# ---- block 1 ----
Fig. 1: block 1, clock routing
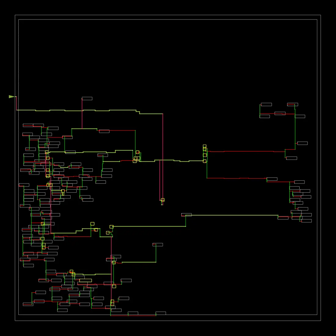

$ cat src/rtl/qmult_pipe_if.sv
// Streaming handshake and data bundle for the pipelined Q-format multiplier.
interface qmult_pipe_if #(
  parameter int N = 32
);
  logic         i_valid;
  logic         o_ready;
  logic [N-1:0] i_multiplicand;
  logic [N-1:0] i_multiplier;
  logic         o_valid;
  logic         i_ready;
  logic [N-1:0] o_result;
  logic         o_ovr;
  logic         o_ovr_sticky;
  logic         i_clr_ovr;

  modport slave (
    input  i_valid, i_multiplicand, i_multiplier, i_ready, i_clr_ovr,
    output o_ready, o_valid, o_result, o_ovr, o_ovr_sticky
  );

  modport master (
    output i_valid, i_multiplicand, i_multiplier, i_ready, i_clr_ovr,
    input  o_ready, o_valid, o_result, o_ovr, o_ovr_sticky
  );
endinterface

$ cat src/rtl/qmult_pipe.sv
// Three-stage signed Q(N,Q) multiplier: operand register, full product, round/saturate.
// A single global stall freezes every stage while the output is held.
module qmult_pipe #(
  parameter int N   = 32,
  parameter int Q   = 22,
  parameter int RND = 0,
  parameter int SAT = 1
) (
  input  logic        i_clk,
  input  logic        i_rst_n,
  qmult_pipe_if.slave bus
);
  localparam int STAGES = 3;
  // Rounding constant sized one bit wider than the product so the add never wraps.
  localparam logic [2*N:0] RND_C = (RND != 0) ? ((2*N+1)'(1) << (Q-1)) : '0;

  logic                  stall;
  logic [STAGES:1]       vld_pipe_q;
  logic signed [N-1:0]   a_q, b_q;
  logic signed [2*N-1:0] prod_d, prod_q;
  logic signed [2*N:0]   r_c, s_c;
  logic [N+1:0]          hi_c;
  logic                  ovr_d, ovr_q;
  logic [N-1:0]          res_d, res_q;
  logic                  sticky_d, sticky_q;

  assign stall       = vld_pipe_q[STAGES] & ~bus.i_ready;
  assign bus.o_ready = ~stall;

  always_comb begin
    prod_d = (2*N)'(a_q) * (2*N)'(b_q);
    r_c    = $signed({prod_q[2*N-1], prod_q}) + $signed(RND_C);
    s_c    = r_c >>> Q;
    // Fits in N bits only if every bit from the result sign upward agrees.
    hi_c   = s_c[2*N:N-1];
    ovr_d  = ~(&hi_c) & (|hi_c);
    res_d  = s_c[N-1:0];
    if (ovr_d && (SAT != 0))
      res_d = s_c[2*N] ? {1'b1, {(N-1){1'b0}}} : {1'b0, {(N-1){1'b1}}};
  end

  // Set from a transferred overflow takes priority over a same-cycle clear.
  assign sticky_d = (vld_pipe_q[STAGES] & bus.i_ready & ovr_q) |
                    (sticky_q & ~bus.i_clr_ovr);

  always_ff @(posedge i_clk or negedge i_rst_n) begin
    if (!i_rst_n) begin
      vld_pipe_q <= '0;
      a_q        <= '0;
      b_q        <= '0;
      prod_q     <= '0;
      res_q      <= '0;
      ovr_q      <= 1'b0;
      sticky_q   <= 1'b0;
    end else begin
      if (!stall) begin
        vld_pipe_q <= {vld_pipe_q[STAGES-1:1], bus.i_valid};
        a_q        <= bus.i_multiplicand;
        b_q        <= bus.i_multiplier;
        prod_q     <= prod_d;
        res_q      <= res_d;
        ovr_q      <= ovr_d;
      end
      sticky_q <= sticky_d;
    end
  end

  assign bus.o_valid      = vld_pipe_q[STAGES];
  assign bus.o_result     = res_q;
  assign bus.o_ovr        = ovr_q;
  assign bus.o_ovr_sticky = sticky_q;
endmodule

$ cat src/flat_wrapper.sv
// flat-port wrapper written by rule: the top's interface ports become plain ports
module qmult_pipe_flat 
#(
  parameter int N   = 32,
  parameter int Q   = 22,
  parameter int RND = 0,
  parameter int SAT = 1
)
  (i_clk, i_rst_n, bus_i_valid, bus_i_multiplicand, bus_i_multiplier, bus_i_ready, bus_i_clr_ovr, bus_o_ready, bus_o_valid, bus_o_result, bus_o_ovr, bus_o_ovr_sticky);
  qmult_pipe_if #(.N(N)) bus_i ();
  input  logic i_clk;
  input  logic i_rst_n;
  input wire logic [$bits(bus_i.i_valid)-1:0] bus_i_valid;
  input wire logic [$bits(bus_i.i_multiplicand)-1:0] bus_i_multiplicand;
  input wire logic [$bits(bus_i.i_multiplier)-1:0] bus_i_multiplier;
  input wire logic [$bits(bus_i.i_ready)-1:0] bus_i_ready;
  input wire logic [$bits(bus_i.i_clr_ovr)-1:0] bus_i_clr_ovr;
  output wire logic [$bits(bus_i.o_ready)-1:0] bus_o_ready;
  output wire logic [$bits(bus_i.o_valid)-1:0] bus_o_valid;
  output wire logic [$bits(bus_i.o_result)-1:0] bus_o_result;
  output wire logic [$bits(bus_i.o_ovr)-1:0] bus_o_ovr;
  output wire logic [$bits(bus_i.o_ovr_sticky)-1:0] bus_o_ovr_sticky;
  assign bus_i.i_valid = bus_i_valid;
  assign bus_i.i_multiplicand = bus_i_multiplicand;
  assign bus_i.i_multiplier = bus_i_multiplier;
  assign bus_i.i_ready = bus_i_ready;
  assign bus_i.i_clr_ovr = bus_i_clr_ovr;
  assign bus_o_ready = bus_i.o_ready;
  assign bus_o_valid = bus_i.o_valid;
  assign bus_o_result = bus_i.o_result;
  assign bus_o_ovr = bus_i.o_ovr;
  assign bus_o_ovr_sticky = bus_i.o_ovr_sticky;
  qmult_pipe #(.N(N), .Q(Q), .RND(RND), .SAT(SAT)) u_core (.i_clk(i_clk), .i_rst_n(i_rst_n), .bus(bus_i));
endmodule
$ cat config.mk
export PLATFORM = sky130hd
export DESIGN_NAME = qmult_pipe_flat
export DESIGN_NICKNAME = d
export VERILOG_FILES = /design/src/rtl/qmult_pipe_if.sv /design/src/rtl/qmult_pipe.sv /design/src/flat_wrapper.sv
export SDC_FILE = /design/constraint.sdc
export NUM_CORES = 2
export LEC_CHECK = 0
export CAP_MARGIN = 20
export CORE_MARGIN = 3
export CORE_UTILIZATION = 55
export CTS_BUF_LIST = sky130_fd_sc_hd__clkbuf_4
export DETAILED_ROUTE_END_ITERATION = 10
export HOLD_SLACK_MARGIN = 0.15
export PLACE_DENSITY = 0.72
export SLEW_MARGIN = 20
export SYNTH_ARGS = -nofsm -noshare
export SYNTH_HDL_FRONTEND = slang
export SYNTH_SLANG_ARGS = --single-unit
$ cat constraint.sdc
create_clock -name i_clk -period 12.6 [get_ports i_clk]
set_input_delay 2.52 -clock i_clk [delete_from_list [all_inputs] [get_ports i_clk]]
set_output_delay 2.52 -clock i_clk [all_outputs]
set_load 0.01 [all_outputs]
# ---- block 2 ----
`config.mk`:
```
export PLATFORM = sky130hd
export DESIGN_NAME = alu_normalize_seq
export DESIGN_NICKNAME = d
export VERILOG_FILES = /design/src/rtl/alu_normalize_seq.sv
export SDC_FILE = /design/constraint.sdc
export NUM_CORES = 1
export LEC_CHECK = 0
export ABC_AREA = 1
export CAP_MARGIN = 20
export CORE_UTILIZATION = 50
export DETAILED_ROUTE_END_ITERATION = 10
export GPL_ROUTABILITY_DRIVEN = 0
export HOLD_SLACK_MARGIN = 0.06
export PLACE_DENSITY = 0.89
export SYNTH_ARGS = -nofsm -noshare
export SYNTH_HDL_FRONTEND = slang
export SYNTH_SLANG_ARGS = --single-unit
```
`constraint.sdc`:
```
create_clock -name clk -period 1.9 [get_ports clk]
set_input_delay 0.285 -clock clk [delete_from_list [all_inputs] [get_ports clk]]
set_output_delay 0.285 -clock clk [all_outputs]
set_load 0.02 [all_outputs]
```
`src/rtl/alu_normalize_seq.sv`:
```
// Iterative left-normalizer: shifts an operand left one bit per cycle until it is
// left-justified (unsigned) or has a single sign bit (signed). It reports the shift count.
module alu_normalize_seq #(
    parameter int WIDTH = 16,
    parameter int CNT_W = $clog2(WIDTH)
) (
    input  logic             clk,
    input  logic             rst_n,
    input  logic             in_valid,
    output logic             in_ready,
    input  logic [WIDTH-1:0] in_data,
    input  logic             in_signed,
    output logic             out_valid,
    input  logic             out_ready,
    output logic [WIDTH-1:0] out_data,
    output logic [CNT_W-1:0] out_shamt,
    output logic             out_zero
);

    typedef enum logic [1:0] {
        IDLE  = 2'd0,
        SHIFT = 2'd1,
        DONE  = 2'd2
    } state_t;

    localparam logic [CNT_W-1:0] CNT_MAX = CNT_W'(WIDTH - 1);

    state_t             state_q, state_d;
    logic [WIDTH-1:0]   w_q, w_d;
    logic [CNT_W-1:0]   cnt_q, cnt_d;
    logic               sgn_q, sgn_d;
    logic [WIDTH-1:0]   data_q, data_d;
    logic [CNT_W-1:0]   shamt_q, shamt_d;
    logic               zero_q, zero_d;

    logic               w_is_zero;
    logic               justified;

    assign w_is_zero = (w_q == '0);

    // A signed operand is normalized once its top two bits differ. The count cap
    // stops all-ones (-1), whose top bits never differ.
    always_comb begin
        if (sgn_q) begin
            justified = (w_q[WIDTH-1] != w_q[WIDTH-2]) || (cnt_q == CNT_MAX);
        end else begin
            justified = w_q[WIDTH-1];
        end
    end

    // NOTE: every signal driven here gets a hold-value default first, so no path
    // leaves one unassigned and no latch is inferred.
    always_comb begin
        state_d = state_q;
        w_d     = w_q;
        cnt_d   = cnt_q;
        sgn_d   = sgn_q;
        data_d  = data_q;
        shamt_d = shamt_q;
        zero_d  = zero_q;

        case (state_q)
            IDLE: begin
                if (in_valid) begin
                    state_d = SHIFT;
                    w_d     = in_data;
                    sgn_d   = in_signed;
                    cnt_d   = '0;
                end
            end

            SHIFT: begin
                if (w_is_zero) begin
                    state_d = DONE;
                    data_d  = '0;
                    shamt_d = '0;
                    zero_d  = 1'b1;
                end else if (justified) begin
                    state_d = DONE;
                    data_d  = w_q;
                    shamt_d = cnt_q;
                    zero_d  = 1'b0;
                end else begin
                    w_d   = w_q << 1;
                    cnt_d = cnt_q + CNT_W'(1);
                end
            end

            DONE: begin
                if (out_ready) begin
                    state_d = IDLE;
                end
            end

            default: begin
                state_d = IDLE;
            end
        endcase
    end

    // NOTE: sequential state uses non-blocking assignments so every register
    // samples the pre-edge values. Reset is synchronous, so it is sampled only on the clock edge.
    always_ff @(posedge clk) begin
        if (!rst_n) begin
            state_q <= IDLE;
            w_q     <= '0;
            cnt_q   <= '0;
            sgn_q   <= 1'b0;
            data_q  <= '0;
            shamt_q <= '0;
            zero_q  <= 1'b0;
        end else begin
            state_q <= state_d;
            w_q     <= w_d;
            cnt_q   <= cnt_d;
            sgn_q   <= sgn_d;
            data_q  <= data_d;
            shamt_q <= shamt_d;
            zero_q  <= zero_d;
        end
    end

    // in_ready is gated by rst_n so no operand looks accepted while reset is asserted.
    assign in_ready  = rst_n && (state_q == IDLE);
    assign out_valid = (state_q == DONE);
    assign out_data  = data_q;
    assign out_shamt = shamt_q;
    assign out_zero  = zero_q;

endmodule

```
Fig. 2: block 1, clock wires, drivers and flops
Scale bar: 100 um.
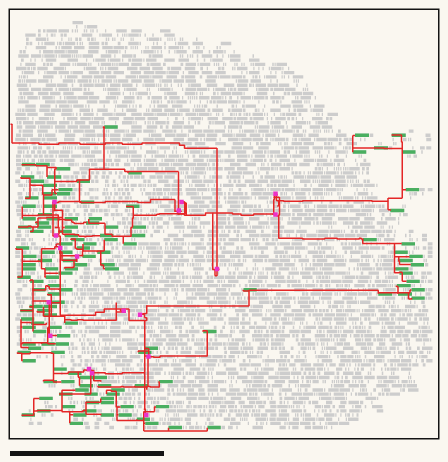
[red] clock wires | length: 2,880 um
[green] flip-flops | count: 143
[magenta] clock drivers | count: 17
routed clock nets: 18

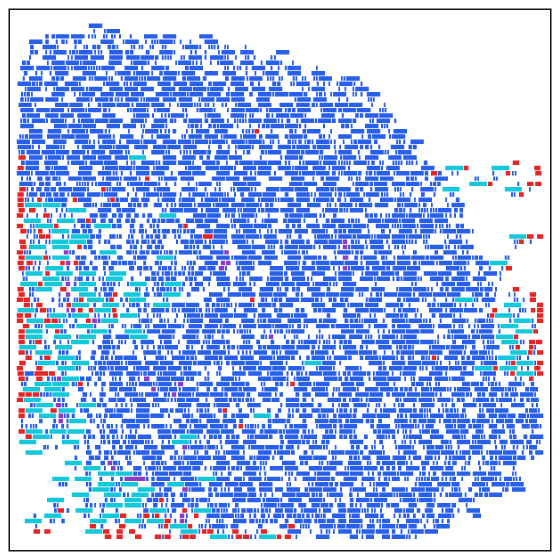
Fig. 3. Placed cells, one color a class (block 1).
| color | class | cells | share of their area |
|---|---|---|---|
| cyan | flops | 143 | 8.6% |
| blue | combinational and other logic | 3,994 | 87% |
| red | other buffers and delay cells | 164 | 3.6% |
| purple | clock drivers and dummy loads | 32 | 0.63% |

## Picture notes: Fig. 1
Clock Skews: 63.46 ps
flop count: 143
total CTS buffers: 17

==> run summary, block 1 <==
yosys + openroad results -> drt pass-1 iters=5, area leader, netlist=fa_1, dominant cells by area after synthesis=fa_1 (53%), inv_1 (9.0%), dfrtp_1 (8.7%), final hold vios=0, placed instance count=5,259, Tmin final=9359 ps, All-Layer GR Usage=0.2991, CP Launch Type=flop, Top cell area share=0.5286, Chip Height=278.8 um, fill count=6,261, WP depth=27, Worst Setup SP=u_core.b_q[5]$_DFFE_PN0N_, Worst Slack Setup Final=3241 ps, Nets at Floorplan=5,706, vias in the first global route=32,202, WL/cell=20.63 um, top-level port count=105, Post-synth seq share=0.08741, outcome=finished clean, GP Congestion=0.9448
-- block 1: layer usage --
metal / track usage / vias to the layer above
met1: 0.4117 / 15044
met2: 0.4651 / 1392
met5: 0 / -
met4: 0.07003 / 2
met3: 0.1001 / 163
li1: - / 12441
-- block 1: kinds of logic after synthesis --
kind of cell,after synthesis,synth area share
fa+ha+maj,1261,0.5836
xor+xnor,50,0.01070
simple gates,1423,0.1660
buf+inv,1218,0.1117
compound gates,280,0.04037
flops,143,0.08741
mux,1,0.0002445
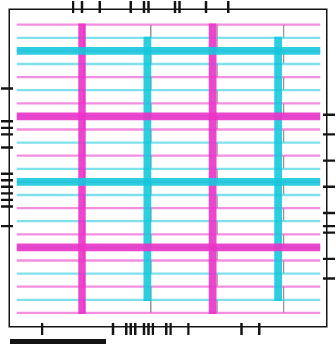
Fig. 4. Power grid (block 2).
Scale bar: 20 um. Pins as bars on the die edge. Tap cells in gray.
| color | net |
|---|---|
| cyan | VDD |
| magenta | VSS |
rows: 22
met1 rails: 23
met5 straps: 4
tap cells: 48
met4 straps: 4

==> run summary, block 2 <==
yosys + openroad results -> Port Buffers=43, Least-Margin Pin Slew=428.0 ps, dominant cells by area after synthesis=dfxtp_1 (44%), nand2_1 (17%), a21oi_1 (10%), Non-clock buffers=51, Nets=345, Hold Slack=461.3 ps, Post-synth seq share=0.4354, Multi-In Gates=213, register area=880.8 um2, Non-clock buffering overhead=0.1940, yosys simple share=0.3618, outcome=finished clean, DRT iter0 DRCs=116, cell total in the yosys stat output=282, Main logic family=simple AND/OR/NAND/NOR gates, Clock Skews=4.156 ps, Chip Height=65.61 um
block 2: metal layers:
| metal | share of wire | wire, um | global-route usage | vias to the layer above |
|---|---|---|---|---|
| met5 | 0 | 0 | 0 | - |
| met1 | 0.45 | 2058 | 0.3207 | 867 |
| li1 | - | - | - | 1006 |
| met4 | 0.0041 | 19 | 0.1005 | 0 |
| met3 | 0.074 | 339 | 0.05556 | 2 |
| met2 | 0.47 | 2173 | 0.3802 | 76 |
block 2: metrics by stage:
stage	setup WS, ps	instances
global placement	21.24	363
finish	195.2	370
global route	8.970	370
floorplan	386.9	282
CTS	12.53	370
detailed placement	11.07	363

# ---- block 3 ----
Fig. 5: block 3, placed cells, one color a class
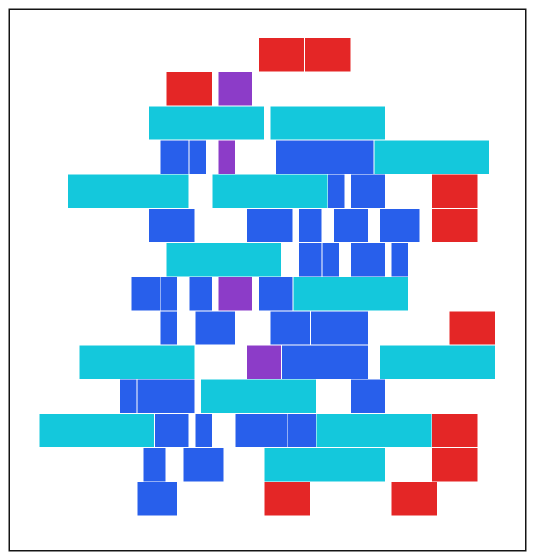

--- config.mk ---
export PLATFORM = sky130hd
export DESIGN_NAME = par_to_ser
export DESIGN_NICKNAME = d
export VERILOG_FILES = /design/src/rtl/par_to_ser_pkg.sv /design/src/rtl/par_to_ser_bit_tick.sv /design/src/rtl/par_to_ser.sv
export SDC_FILE = /design/constraint.sdc
export NUM_CORES = 1
export LEC_CHECK = 0
export CAP_MARGIN = 20
export CORE_AREA = 2 2 39 41
export CTS_CLUSTER_DIAMETER = 120
export DETAILED_ROUTE_END_ITERATION = 12
export DIE_AREA = 0 0 41 43
export PLACE_DENSITY = 0.76
export SYNTH_ARGS = -nofsm -noshare
export SYNTH_HDL_FRONTEND = slang
export SYNTH_SLANG_ARGS = --single-unit
--- constraint.sdc ---
create_clock -name clk -period 2 [get_ports clk]
set_input_delay 0.5 -clock clk [delete_from_list [all_inputs] [get_ports clk]]
set_output_delay 0.5 -clock clk [all_outputs]
set_load 0.01 [all_outputs]
--- src/rtl/par_to_ser_pkg.sv ---
// Shared definitions for the parallel-to-serial converter: state encoding
// and the counter width helper used by the top and the bit divider.
package par_to_ser_pkg;

    typedef enum logic [1:0] {
        ST_IDLE  = 2'd0,
        ST_SHIFT = 2'd1,
        ST_DONE  = 2'd2
    } state_t;

    // Width of a counter that must hold 0..n-1, never narrower than one bit.
    function automatic int cnt_width(input int n);
        int w;
        if (n > 1) begin
            w = $clog2(n);
        end else begin
            w = 1;
        end
        return w;
    endfunction

endpackage

--- src/rtl/par_to_ser_bit_tick.sv ---
// Bit-period divider: counts 0..DIV-1 while enabled and flags the last
// cycle of each bit period. A synchronous clear restarts the period.
module bit_tick
    import par_to_ser_pkg::*;
#(
    parameter int DIV = 2
) (
    input  logic clk,
    input  logic r,
    input  logic en,
    input  logic clr,
    output logic tick
);

    localparam int                CNT_W    = cnt_width(DIV);
    localparam logic [CNT_W-1:0]  CNT_LAST = CNT_W'(DIV - 1);
    localparam logic [CNT_W-1:0]  CNT_ONE  = CNT_W'(1);

    generate
        if (DIV < 1) begin : g_bad_div
            $error("bit_tick: DIV must be >= 1");
        end
    endgenerate

    logic [CNT_W-1:0] cnt_r;

    // Period counter: wraps at DIV-1 so it never overflows within a frame.
    always_ff @(posedge clk or negedge r) begin
        if (!r) begin
            cnt_r <= '0;
        end else if (clr) begin
            cnt_r <= '0;
        end else if (en) begin
            if (cnt_r == CNT_LAST) begin
                cnt_r <= '0;
            end else begin
                cnt_r <= cnt_r + CNT_ONE;
            end
        end else begin
            cnt_r <= cnt_r;
        end
    end

    assign tick = en & (cnt_r == CNT_LAST);

endmodule

--- src/rtl/par_to_ser.sv ---
// Parallel-to-serial converter: captures a W-bit word on a load handshake
// and shifts it out on sdo, holding each bit for DIV clocks. frame marks
// the data bits, done pulses for one cycle after the last bit.
module par_to_ser
    import par_to_ser_pkg::*;
#(
    parameter int W         = 4,
    parameter int DIV       = 2,
    parameter int MSB_FIRST = 0
) (
    input  logic         clk,
    input  logic         r,
    input  logic         load,
    input  logic [W-1:0] din,
    output logic         ready,
    output logic         sdo,
    output logic         frame,
    output logic         done
);

    localparam int               BIT_W    = cnt_width(W);
    localparam logic [BIT_W-1:0] BIT_LAST = BIT_W'(W - 1);
    localparam logic [BIT_W-1:0] BIT_ONE  = BIT_W'(1);
    localparam int               OUT_IDX  = (MSB_FIRST != 0) ? (W - 1) : 0;

    generate
        if (W < 1) begin : g_bad_w
            $error("par_to_ser: W must be >= 1");
        end
    endgenerate

    state_t           state_r;
    state_t           next_state_s;
    logic [W-1:0]     shreg_r;
    logic [W-1:0]     shreg_next_s;
    logic [BIT_W-1:0] bit_cnt_r;
    logic [BIT_W-1:0] bit_cnt_next_s;
    logic             div_clr_s;
    logic             div_en_s;
    logic             tick_s;
    logic             ready_r;
    logic             sdo_r;
    logic             frame_r;
    logic             done_r;

    assign div_en_s = (state_r == ST_SHIFT);

    bit_tick #(
        .DIV (DIV)
    ) u_bit_tick (
        .clk  (clk),
        .r    (r),
        .en   (div_en_s),
        .clr  (div_clr_s),
        .tick (tick_s)
    );

    // Next-state, next shift-register contents and bit counter update.
    always_comb begin
        next_state_s   = state_r;
        shreg_next_s   = shreg_r;
        bit_cnt_next_s = bit_cnt_r;
        div_clr_s      = 1'b0;
        case (state_r)
            ST_IDLE: begin
                if (load) begin
                    shreg_next_s   = din;
                    bit_cnt_next_s = '0;
                    div_clr_s      = 1'b1;
                    next_state_s   = ST_SHIFT;
                end else begin
                    next_state_s   = ST_IDLE;
                end
            end
            ST_SHIFT: begin
                if (tick_s) begin
                    if (MSB_FIRST != 0) begin
                        shreg_next_s = shreg_r << 1;
                    end else begin
                        shreg_next_s = shreg_r >> 1;
                    end
                    if (bit_cnt_r == BIT_LAST) begin
                        // Last bit: leave the counter at zero rather than wrap.
                        bit_cnt_next_s = '0;
                        next_state_s   = ST_DONE;
                    end else begin
                        bit_cnt_next_s = bit_cnt_r + BIT_ONE;
                    end
                end else begin
                    next_state_s = ST_SHIFT;
                end
            end
            ST_DONE: begin
                next_state_s = ST_IDLE;
            end
            default: begin
                next_state_s = ST_IDLE;
            end
        endcase
    end

    // State, datapath and counter registers.
    always_ff @(posedge clk or negedge r) begin
        if (!r) begin
            state_r   <= ST_IDLE;
            shreg_r   <= '0;
            bit_cnt_r <= '0;
        end else begin
            state_r   <= next_state_s;
            shreg_r   <= shreg_next_s;
            bit_cnt_r <= bit_cnt_next_s;
        end
    end

    // Outputs registered from the next state so they change with the state.
    always_ff @(posedge clk or negedge r) begin
        if (!r) begin
            ready_r <= 1'b1;
            sdo_r   <= 1'b1;
            frame_r <= 1'b0;
            done_r  <= 1'b0;
        end else begin
            ready_r <= (next_state_s == ST_IDLE);
            frame_r <= (next_state_s == ST_SHIFT);
            done_r  <= (next_state_s == ST_DONE);
            sdo_r   <= (next_state_s == ST_SHIFT) ? shreg_next_s[OUT_IDX] : 1'b1;
        end
    end

    assign ready = ready_r;
    assign sdo   = sdo_r;
    assign frame = frame_r;
    assign done  = done_r;

endmodule

# ---- block 4 ----
File: src/rtl/conv_idx_seq_pkg.sv
// Shared types and helpers for the 1-D convolution index sequencer.
package conv_pkg;

  localparam int CONV_AW = 5;
  localparam int CONV_ZW = 6;
  localparam int MAX_LEN = 2 ** CONV_AW;

  typedef enum logic [2:0] {
    IDLE  = 3'd0,
    INIT  = 3'd1,
    CALC  = 3'd2,
    WRITE = 3'd3,
    DONE  = 3'd4
  } state_t;

  function automatic logic [CONV_ZW-1:0] sat_size(input logic [CONV_ZW-1:0] sz);
    if (sz > CONV_ZW'(MAX_LEN)) begin
      return CONV_ZW'(MAX_LEN);
    end else begin
      return sz;
    end
  endfunction

endpackage

File: src/rtl/conv_idx_seq_idx_counter.sv
// Up-counter with synchronous clear/increment, exposing its next value
// so the parent can register outputs decoded from the upcoming count.
module idx_counter #(
  parameter int W = 6
) (
  input  logic         clk,
  input  logic         rstn,
  input  logic         clr_i,
  input  logic         inc_i,
  input  logic [W-1:0] last_i,
  output logic [W-1:0] cnt_o,
  output logic [W-1:0] cnt_nxt_o,
  output logic         last_o
);

  logic [W-1:0] cnt_q;
  logic [W-1:0] cnt_d;

  // next count: clear wins over increment
  always_comb begin
    cnt_d = cnt_q;
    if (clr_i) begin
      cnt_d = {W{1'b0}};
    end else if (inc_i) begin
      cnt_d = cnt_q + W'(1);
    end else begin
      cnt_d = cnt_q;
    end
  end

  // count register
  always_ff @(posedge clk) begin
    if (!rstn) begin
      cnt_q <= {W{1'b0}};
    end else begin
      cnt_q <= cnt_d;
    end
  end

  assign cnt_o     = cnt_q;
  assign cnt_nxt_o = cnt_d;
  assign last_o    = (cnt_q == last_i);

endmodule

File: src/rtl/conv_idx_seq.sv
// Index sequencer for Z = X * Y: walks output index i and inner index j and
// drives pointer, memory-address, accumulator and Z-write controls.
module conv_idx_seq
  import conv_pkg::*;
#(
  parameter int AW = CONV_AW,
  parameter int ZW = CONV_ZW
) (
  input  logic          clk,
  input  logic          rstn,
  input  logic          start_i,
  input  logic [ZW-1:0] size_x_i,
  input  logic [ZW-1:0] size_y_i,
  output logic          busy_o,
  output logic          done_o,
  output logic [ZW-1:0] ptr_nxt_o,
  output logic          ptr_en_o,
  output logic          ptr_clr_o,
  output logic [AW-1:0] x_addr_o,
  output logic [AW-1:0] y_addr_o,
  output logic          acc_en_o,
  output logic          acc_clr_o,
  output logic [ZW-1:0] z_addr_o,
  output logic          z_we_o
);

  state_t        state_q, state_d;
  logic [ZW-1:0] sx_q, sx_d, sy_q, sy_d;
  logic [ZW-1:0] i_q, i_d, j_q, j_d;
  logic [ZW-1:0] i_last, j_last;
  logic          i_clr, i_inc, i_term;
  logic          j_clr, j_inc, j_term;

  // Lz-1 = sx+sy-2 stays below 2**ZW, so modular ZW-bit arithmetic is exact
  assign i_last = sx_q + sy_q - ZW'(2);
  assign j_last = sy_q - ZW'(1);

  idx_counter #(.W(ZW)) u_i_cnt (
    .clk       (clk),
    .rstn      (rstn),
    .clr_i     (i_clr),
    .inc_i     (i_inc),
    .last_i    (i_last),
    .cnt_o     (i_q),
    .cnt_nxt_o (i_d),
    .last_o    (i_term)
  );

  idx_counter #(.W(ZW)) u_j_cnt (
    .clk       (clk),
    .rstn      (rstn),
    .clr_i     (j_clr),
    .inc_i     (j_inc),
    .last_i    (j_last),
    .cnt_o     (j_q),
    .cnt_nxt_o (j_d),
    .last_o    (j_term)
  );

  // next state, size latch and counter control
  always_comb begin
    state_d = state_q;
    sx_d    = sx_q;
    sy_d    = sy_q;
    i_clr   = 1'b1;
    i_inc   = 1'b0;
    j_clr   = 1'b1;
    j_inc   = 1'b0;
    case (state_q)
      IDLE: begin
        if (start_i) begin
          sx_d = sat_size(size_x_i);
          sy_d = sat_size(size_y_i);
          if ((sx_d == {ZW{1'b0}}) || (sy_d == {ZW{1'b0}})) begin
            state_d = DONE;
          end else begin
            state_d = INIT;
          end
        end else begin
          state_d = IDLE;
        end
      end
      INIT: state_d = CALC;
      CALC: begin
        i_clr   = 1'b0;
        j_clr   = 1'b0;
        j_inc   = !j_term;
        state_d = j_term ? WRITE : CALC;
      end
      WRITE: begin
        i_clr   = 1'b0;
        i_inc   = !i_term;
        state_d = i_term ? DONE : CALC;
      end
      DONE:    state_d = IDLE;
      default: state_d = IDLE;
    endcase
  end

  logic [ZW:0]   diff_d;
  logic          valid_d;
  logic          busy_d, done_d, ptr_en_d, ptr_clr_d, acc_en_d, acc_clr_d, z_we_d;
  logic [ZW-1:0] ptr_nxt_d, z_addr_d;
  logic [AW-1:0] x_addr_d, y_addr_d;

  // i - j kept one bit wider so an underflow reads as invalid, not as a large index
  assign diff_d  = {1'b0, i_d} - {1'b0, j_d};
  assign valid_d = (i_d >= j_d) && (diff_d < {1'b0, sx_d});

  // Moore decode of the upcoming state so outputs leave registers aligned with it
  always_comb begin
    busy_d    = (state_d != IDLE);
    done_d    = 1'b0;
    ptr_nxt_d = {ZW{1'b0}};
    ptr_en_d  = 1'b0;
    ptr_clr_d = 1'b0;
    x_addr_d  = {AW{1'b0}};
    y_addr_d  = {AW{1'b0}};
    acc_en_d  = 1'b0;
    acc_clr_d = 1'b0;
    z_addr_d  = {ZW{1'b0}};
    z_we_d    = 1'b0;
    case (state_d)
      INIT: begin
        ptr_clr_d = 1'b1;
        acc_clr_d = 1'b1;
      end
      CALC: begin
        ptr_nxt_d = diff_d[ZW-1:0];
        x_addr_d  = diff_d[AW-1:0];
        y_addr_d  = j_d[AW-1:0];
        ptr_en_d  = valid_d;
        acc_en_d  = valid_d;
      end
      WRITE: begin
        z_addr_d  = i_d;
        z_we_d    = 1'b1;
        acc_clr_d = 1'b1;
        ptr_clr_d = 1'b1;
      end
      DONE:    done_d = 1'b1;
      default: busy_d = (state_d != IDLE);
    endcase
  end

  // state, latched sizes and registered outputs
  always_ff @(posedge clk) begin
    if (!rstn) begin
      state_q   <= IDLE;
      sx_q      <= {ZW{1'b0}};
      sy_q      <= {ZW{1'b0}};
      busy_o    <= 1'b0;
      done_o    <= 1'b0;
      ptr_nxt_o <= {ZW{1'b0}};
      ptr_en_o  <= 1'b0;
      ptr_clr_o <= 1'b0;
      x_addr_o  <= {AW{1'b0}};
      y_addr_o  <= {AW{1'b0}};
      acc_en_o  <= 1'b0;
      acc_clr_o <= 1'b0;
      z_addr_o  <= {ZW{1'b0}};
      z_we_o    <= 1'b0;
    end else begin
      state_q   <= state_d;
      sx_q      <= sx_d;
      sy_q      <= sy_d;
      busy_o    <= busy_d;
      done_o    <= done_d;
      ptr_nxt_o <= ptr_nxt_d;
      ptr_en_o  <= ptr_en_d;
      ptr_clr_o <= ptr_clr_d;
      x_addr_o  <= x_addr_d;
      y_addr_o  <= y_addr_d;
      acc_en_o  <= acc_en_d;
      acc_clr_o <= acc_clr_d;
      z_addr_o  <= z_addr_d;
      z_we_o    <= z_we_d;
    end
  end

endmodule

File: config.mk
export PLATFORM = sky130hd
export DESIGN_NAME = conv_idx_seq
export DESIGN_NICKNAME = d
export VERILOG_FILES = /design/src/rtl/conv_idx_seq_pkg.sv /design/src/rtl/conv_idx_seq_idx_counter.sv /design/src/rtl/conv_idx_seq.sv
export SDC_FILE = /design/constraint.sdc
export NUM_CORES = 1
export LEC_CHECK = 0
export ABC_AREA = 1
export CAP_MARGIN = 20
export CORE_MARGIN = 2
export CORE_UTILIZATION = 50
export CTS_BUF_LIST = sky130_fd_sc_hd__clkbuf_4
export DETAILED_ROUTE_END_ITERATION = 10
export GPL_TIMING_DRIVEN = 0
export PLACE_DENSITY = 0.82
export SLEW_MARGIN = 20
export SYNTH_ARGS = -nofsm -noshare
export SYNTH_HDL_FRONTEND = slang
export SYNTH_HIERARCHICAL = 1
export SYNTH_SLANG_ARGS = --single-unit
File: constraint.sdc
create_clock -name clk -period 4.9 [get_ports clk]
set_input_delay 1.47 -clock clk [delete_from_list [all_inputs] [get_ports clk]]
set_output_delay 1.47 -clock clk [all_outputs]
set_load 0.02 [all_outputs]
# ---- block 5 ----
==> config.mk <==
export PLATFORM = sky130hd
export DESIGN_NAME = cpu_test_ctrl
export DESIGN_NICKNAME = d
export VERILOG_FILES = /design/src/rtl/cpu_tb_pkg.sv /design/src/rtl/sat_counter.sv /design/src/rtl/cpu_test_ctrl.sv
export SDC_FILE = /design/constraint.sdc
export NUM_CORES = 1
export LEC_CHECK = 0
export CORE_MARGIN = 2
export CORE_UTILIZATION = 38
export DETAILED_ROUTE_END_ITERATION = 10
export MAX_ROUTING_LAYER = met4
export PLACE_DENSITY = 0.7
export SYNTH_ARGS = -nofsm -noshare
export SYNTH_HDL_FRONTEND = slang
export SYNTH_SLANG_ARGS = --single-unit
==> constraint.sdc <==
create_clock -name clk -period 2.7 [get_ports clk]
set_input_delay 0.54 -clock clk [delete_from_list [all_inputs] [get_ports clk]]
set_output_delay 0.54 -clock clk [all_outputs]
set_load 0.02 [all_outputs]
==> src/rtl/cpu_tb_pkg.sv <==
// Shared FSM state encoding and fail-code constants for the CPU test controller.
// Pure declarations: no latency, no flow control.
package cpu_tb_pkg;

    typedef enum logic [1:0] {
        ST_IDLE  = 2'd0,
        ST_RESET = 2'd1,
        ST_RUN   = 2'd2,
        ST_DONE  = 2'd3
    } state_t;

    localparam logic [1:0] FC_PASS    = 2'd0;
    localparam logic [1:0] FC_BAD_SIG = 2'd1;
    localparam logic [1:0] FC_TIMEOUT = 2'd2;
    localparam logic [1:0] FC_HALT    = 2'd3;

endpackage

==> src/rtl/sat_counter.sv <==
// Saturating up-counter with synchronous clear (clear wins over enable).
// Latency: count visible one cycle after enable; holds at all-ones, no backpressure.
module sat_counter #(
    parameter int W = 8
) (
    input  logic         i_clk,
    input  logic         i_clr,
    input  logic         i_en,
    output logic [W-1:0] o_cnt
);

    logic [W-1:0] r_cnt;

    always_ff @(posedge i_clk) begin
        if (i_clr) begin
            r_cnt <= '0;
        end else if (i_en && (r_cnt != {W{1'b1}})) begin
            r_cnt <= r_cnt + W'(1);
        end
    end

    assign o_cnt = r_cnt;

endmodule

==> src/rtl/cpu_test_ctrl.sv <==
// Test harness controller: resets the CPU, runs it, and grades pass/bad-sig/halt/timeout.
// Latency: every output registered, results visible the cycle after the terminating event.
module cpu_test_ctrl
    import cpu_tb_pkg::*;
#(
    parameter int                DATA_W      = 32,
    parameter int                ADDR_W      = 5,
    parameter int                CNT_W       = 32,
    parameter int                RST_CYCLES  = 4,
    parameter int                TIMEOUT     = 10000,
    parameter int                HALT_CYCLES = 8,
    parameter int                SIG_REG     = 31,
    parameter logic [DATA_W-1:0] PASS_VAL    = DATA_W'(32'h0000_600D)
) (
    input  logic              clk,
    input  logic              rst,
    input  logic              start,
    output logic              cpu_rst,
    input  logic [DATA_W-1:0] pc,
    input  logic              rf_we,
    input  logic [ADDR_W-1:0] rf_waddr,
    input  logic [DATA_W-1:0] rf_wdata,
    output logic              busy,
    output logic              done,
    output logic              pass,
    output logic [1:0]        fail_code,
    output logic [CNT_W-1:0]  cycle_cnt,
    output logic [CNT_W-1:0]  wr_cnt
);

    localparam int RC_W    = $clog2(RST_CYCLES + 1);
    localparam int STALL_W = $clog2(HALT_CYCLES + 1);

    state_t              r_state;
    logic [RC_W-1:0]     r_rst_cnt;
    logic [DATA_W-1:0]   r_pc_prev;

    logic                w_start_acc;
    logic                w_clr;
    logic                w_run;
    logic                w_wr_vld;
    logic                w_pc_same;
    logic                w_sig_hit;
    logic                w_halt;
    logic                w_timeout;
    logic [STALL_W-1:0]  w_stall_cnt;

    assign w_start_acc = start && ((r_state == ST_IDLE) || (r_state == ST_DONE));
    assign w_clr       = rst || w_start_acc;
    assign w_run       = (r_state == ST_RUN);
    // Address 0 is hardwired zero in the CPU, so its writes never count or terminate.
    assign w_wr_vld    = rf_we && (rf_waddr != '0);
    assign w_pc_same   = (pc == r_pc_prev);
    assign w_sig_hit   = w_run && w_wr_vld && (rf_waddr == ADDR_W'(SIG_REG));
    assign w_halt      = w_run && (w_stall_cnt == STALL_W'(HALT_CYCLES - 1));
    assign w_timeout   = w_run && (cycle_cnt == CNT_W'(TIMEOUT - 1));

    sat_counter #(.W(CNT_W)) u_cycle_cnt (
        .i_clk (clk),
        .i_clr (w_clr),
        .i_en  (w_run),
        .o_cnt (cycle_cnt)
    );

    sat_counter #(.W(CNT_W)) u_wr_cnt (
        .i_clk (clk),
        .i_clr (w_clr),
        .i_en  (w_run && w_wr_vld),
        .o_cnt (wr_cnt)
    );

    sat_counter #(.W(STALL_W)) u_stall_cnt (
        .i_clk (clk),
        .i_clr (w_clr || (w_run && !w_pc_same)),
        .i_en  (w_run && w_pc_same),
        .o_cnt (w_stall_cnt)
    );

    always_ff @(posedge clk) begin
        r_pc_prev <= pc;
        if (rst) begin
            r_state   <= ST_IDLE;
            r_rst_cnt <= '0;
            cpu_rst   <= 1'b1;
            busy      <= 1'b0;
            done      <= 1'b0;
            pass      <= 1'b0;
            fail_code <= FC_PASS;
        end else begin
            case (r_state)
                ST_IDLE, ST_DONE: begin
                    if (start) begin
                        r_state   <= ST_RESET;
                        r_rst_cnt <= '0;
                        cpu_rst   <= 1'b1;
                        busy      <= 1'b1;
                        done      <= 1'b0;
                        pass      <= 1'b0;
                        fail_code <= FC_PASS;
                    end
                end
                ST_RESET: begin
                    if (r_rst_cnt == RC_W'(RST_CYCLES - 1)) begin
                        r_state <= ST_RUN;
                        cpu_rst <= 1'b0;
                    end else begin
                        r_rst_cnt <= r_rst_cnt + RC_W'(1);
                    end
                end
                ST_RUN: begin
                    // Signature beats halt beats timeout when they coincide.
                    if (w_sig_hit || w_halt || w_timeout) begin
                        r_state <= ST_DONE;
                        busy    <= 1'b0;
                        done    <= 1'b1;
                    end
                    if (w_sig_hit) begin
                        pass      <= (rf_wdata == PASS_VAL);
                        fail_code <= (rf_wdata == PASS_VAL) ? FC_PASS : FC_BAD_SIG;
                    end else if (w_halt) begin
                        fail_code <= FC_HALT;
                    end else if (w_timeout) begin
                        fail_code <= FC_TIMEOUT;
                    end
                end
                default: r_state <= ST_IDLE;
            endcase
        end
    end

endmodule


==> screenshots <==
Wiring by layer.
panel A
Scale bar: 10 um. Two of the layers only.
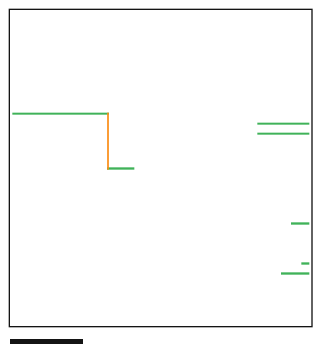
panel B
Scale bar: 20 um. Two of the layers only.
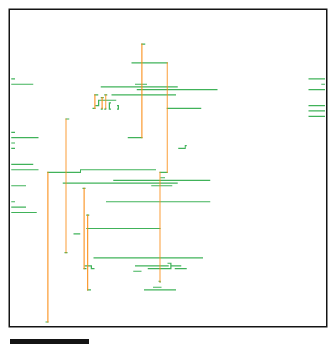
panel C
Scale bar: 20 um. Two of the layers only.
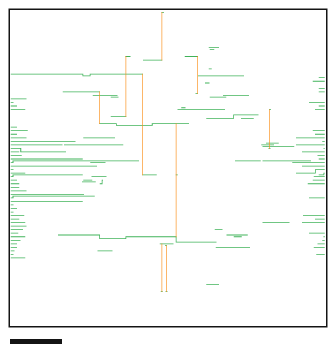
panel C: block 5
panel B: block 4
panel A: block 3
- smallest die: panel A

Fig. 6: block 5, clock wires, drivers and flops
Scale bar: 20 um.
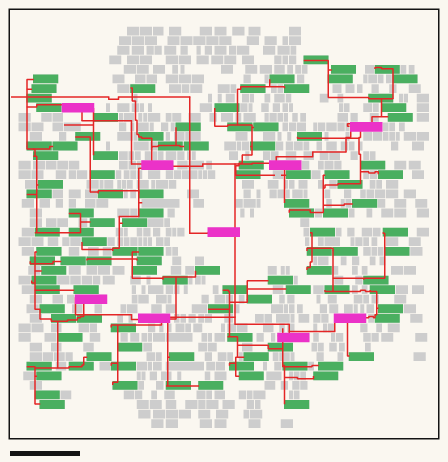
[magenta] clock drivers | count: 9
[red] clock wires | length: 1,310 um
[green] flip-flops | count: 111
flops lie: widely spread
routed clock nets: 10

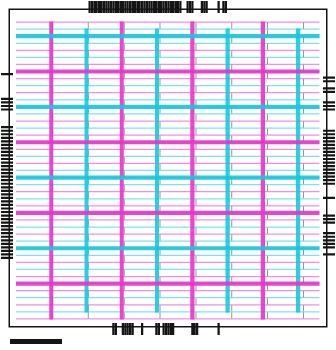
Fig. 7. Power grid (block 5).
Scale bar: 20 um. Pins as bars on the die edge. Tap cells in gray.
| color | net |
|---|---|
| cyan | VDD |
| magenta | VSS |
met1 rails: 43
met4 straps: 8
met5 straps: 8
tap cells: 176
rows: 42

==> run summary, block 5 <==
yosys + openroad results -> outcome=finished clean, DIE WIDTH=121.6 um, Chip Area=14,790 um2, Mux area share=0.01333, Mapped Cells=604, Top cell area share=0.4229, Leak=2.366 nW, post-CTS setup buffers=0, Hold Slack=490.5 ps, vias per inst=5.532, top-level port count=143, cycle use final=0.8794, mapped cell area=5255 um2, CP Launch Type=flop, cell total in the yosys stat output=604, CP arrival=2650 ps
==> block 5: cell type report <==
cell class / instances / area, um2 / area share
inverters: 13 / 48.80 / 0.006757
flip-flops and latches: 111 / 2222 / 0.3077
well taps: 176 / 220.2 / 0.03049
multi-input cells: 459 / 2893 / 0.4006
clock inverters: 5 / 81.33 / 0.01126
repair buffers: 154 / 1511 / 0.2093
clock buffers: 11 / 242.7 / 0.03361
diodes: 1 / 2.502 / 0.0003465
==> block 5: worst max-delay path, stage by stage, from the launching register on <==
cell and delay, ps:
dfxtp_1 480, nand4_1 290, or4_4 620, o211ai_2 520, o21ai_0 210, a21oi_1 180
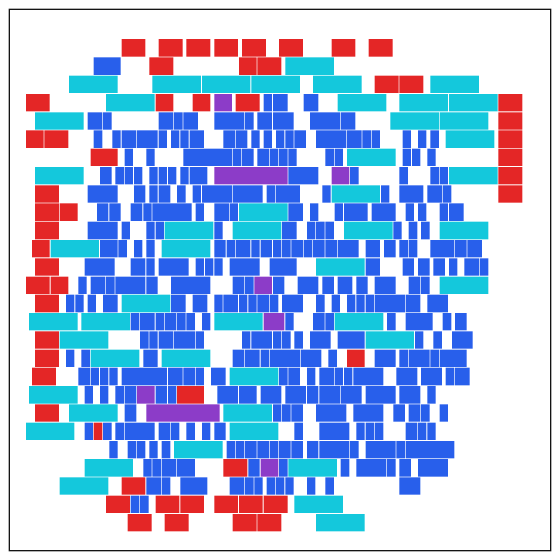
Fig. 8. Placed cells, one color a class (block 4).
| color | class | cells | share of their area |
|---|---|---|---|
| purple | clock drivers and dummy loads | 8 | 3.0% |
| blue | combinational and other logic | 334 | 54% |
| red | other buffers and delay cells | 54 | 15% |
| cyan | flops | 49 | 28% |

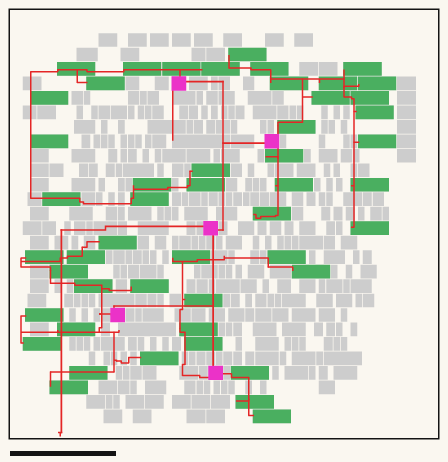
Fig. 9. Clock wires, drivers and flops (block 4).
Scale bar: 20 um.
[red] clock wires | length: 571 um
[green] flip-flops | count: 49
[magenta] clock drivers | count: 5
flops lie: widely spread

==> run summary, block 4 <==
yosys + openroad results -> tally of yosys warning messages=6, total CTS buffers=5, cell total in the yosys stat output=393, Max FO, Critical Path=6, Overall Power=891.1 uW, Chip Height=80.44 um, mapped cell area=2922 um2, non-clock inverter count=80, first-pass GRT wire length=10,500 um, setup_tns=0 ps, Max-Cap Viols=0, slowest CP cell=fa_1, outcome=finished clean, EDFF count, synth=0, GR Overflow Total=0, tool warnings=26, WL/cell=12.27 um, dominant cells by area after synthesis=dfxtp_1 (34%), ha_1 (9.9%), inv_1 (9.5%)
## block 4: flip-flops by register name (all words and copies together), names as in the netlist
name	flops
ptr_nxt_o	6
sx_q	6
sy_q	6
u_i_cnt/cnt_o	6
u_j_cnt/cnt_o	6
z_addr_o	6
y_addr_o	5
state_q	3
acc_clr_o	1
acc_en_o	1
busy_o	1
done_o	1
z_we_o	1
## block 4: power groups by stage
stage                     Sequential (mW)  Clock, mW  Combinational [mW]
after floorplan                     0.425          0               0.125
after global placement              0.424          0               0.167
after detailed placement            0.424          0               0.173
after CTS                           0.416      0.301               0.175
after global routing                0.417      0.319               0.199
final                               0.416      0.297               0.178
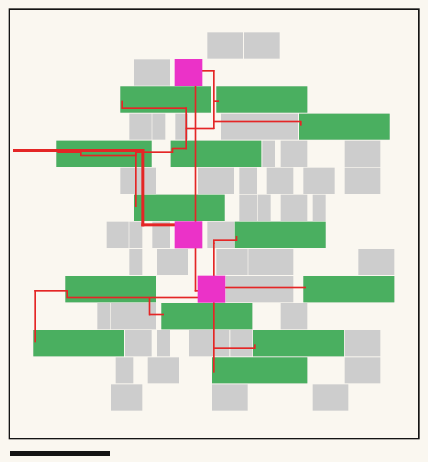
Fig. 10. Clock wires, drivers and flops (block 3).
Scale bar: 10 um.
[green] flip-flops | count: 13
[red] clock wires | length: 156 um
[magenta] clock drivers | count: 3
routed clock nets: 4

## Picture notes: Fig. 5
| color | class | cells | share of their area |
|---|---|---|---|
| cyan | flops | 13 | 46% |
| blue | combinational and other logic | 33 | 36% |
| purple | clock drivers and dummy loads | 4 | 3.7% |
| red | other buffers and delay cells | 10 | 14% |

==> run summary, block 3 <==
yosys + openroad results -> outcome=finished clean, row cnt=14, ys async rst share=1.000, vias in the first global route=395, Max Transition Viols Final=0, Rel. slew slack=0.6155, synth unique cells=23, peak supply drop=629.9 uV, Nets at Floorplan=56, FP Core Util=0.4322, Clock buffer cells=4, Clock Skews=1.835 ps, CTS clock-pin slew for the worst setup and hold paths=80 ps, largest net degree at the start of global routing=14, non-clock inverter count=1, Critical path buffers and inverters=1, DRC=0, Max FO, Critical Path=1, Combinational Power Share=0.376, most frequent cells in the layout=dfrtp_1 (11), clkdlybuf4s50_1 (10), nand2_1 (5), crit path cell chain=clkdlybuf4s50_1, Overall Power=995.9 uW, Tmin final=1810 ps, sequential share of power=0.465, vias per inst=5.237, Tapcells=16, Synth Area per Inst=12.46 um2, Max Clock Freq=0.5525 GHz
-- block 3: routing by layer --
layer  wire [um]  vias to the layer above  global-route usage
li1            -                      200                   -
met1         444                      190              0.1803
met2         515                        6              0.2313
met3          36                        2             0.03141
met4           7                        0              0.1000
met5           0                        -                   0
-- block 3: sequential cells by signal, indices dropped and copies added (netlist names) --
name,cells
bit_cnt_r,2
done,1
frame,1
ready,1
sdo,1
shreg_r,4
state_r,2
u_bit_tick.cnt_r,1


==> screenshots <==
Power grid.
Plate I
Scale bar: 10 um. Pins as bars on the die edge. Tap cells in gray.
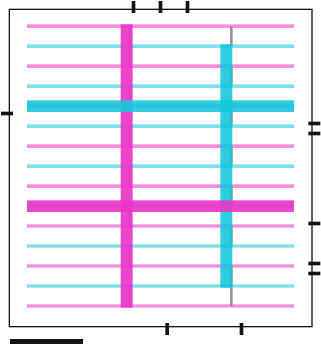
Plate II
Scale bar: 20 um. Pins as bars on the die edge. Tap cells in gray.
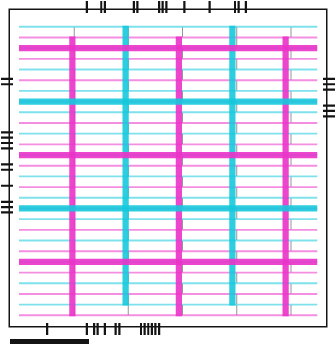
Plate III
Scale bar: 100 um. Pins as bars on the die edge. Tap cells in gray.
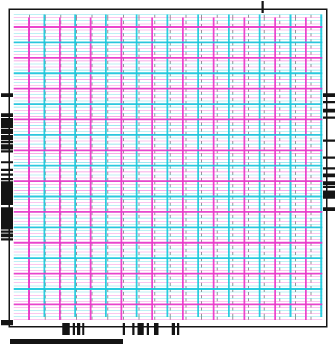
Plate II comes from block 4.
Plate III comes from block 1.
Plate I comes from block 3.
- largest die: Plate III

Key to Plate III:
| color | net |
|---|---|
| magenta | VSS |
| cyan | VDD |
met1 rails: 100
rows: 99
signal pins: 105
tap cells: 959
met5 straps: 19


## Gallery

Clock routing.
image #1
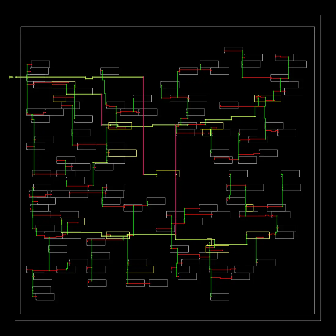
image #2
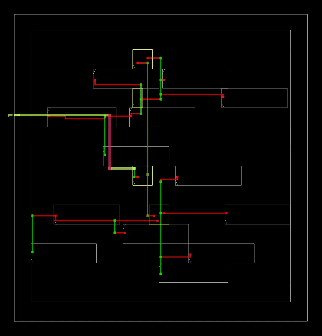
image #3
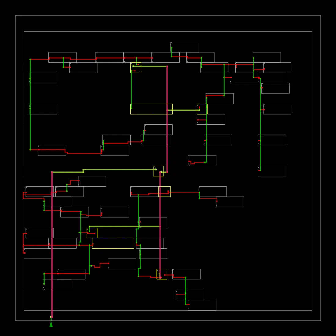
image #4
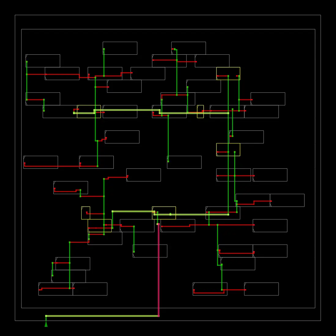
Block 5 is image #1.
Block 4 is image #3.
Block 2 is image #4.
Block 3 is image #2.
- most sequential cells: image #1
- fewest sequential cells: image #2

Power is estimated from default activity; no workload was simulated.
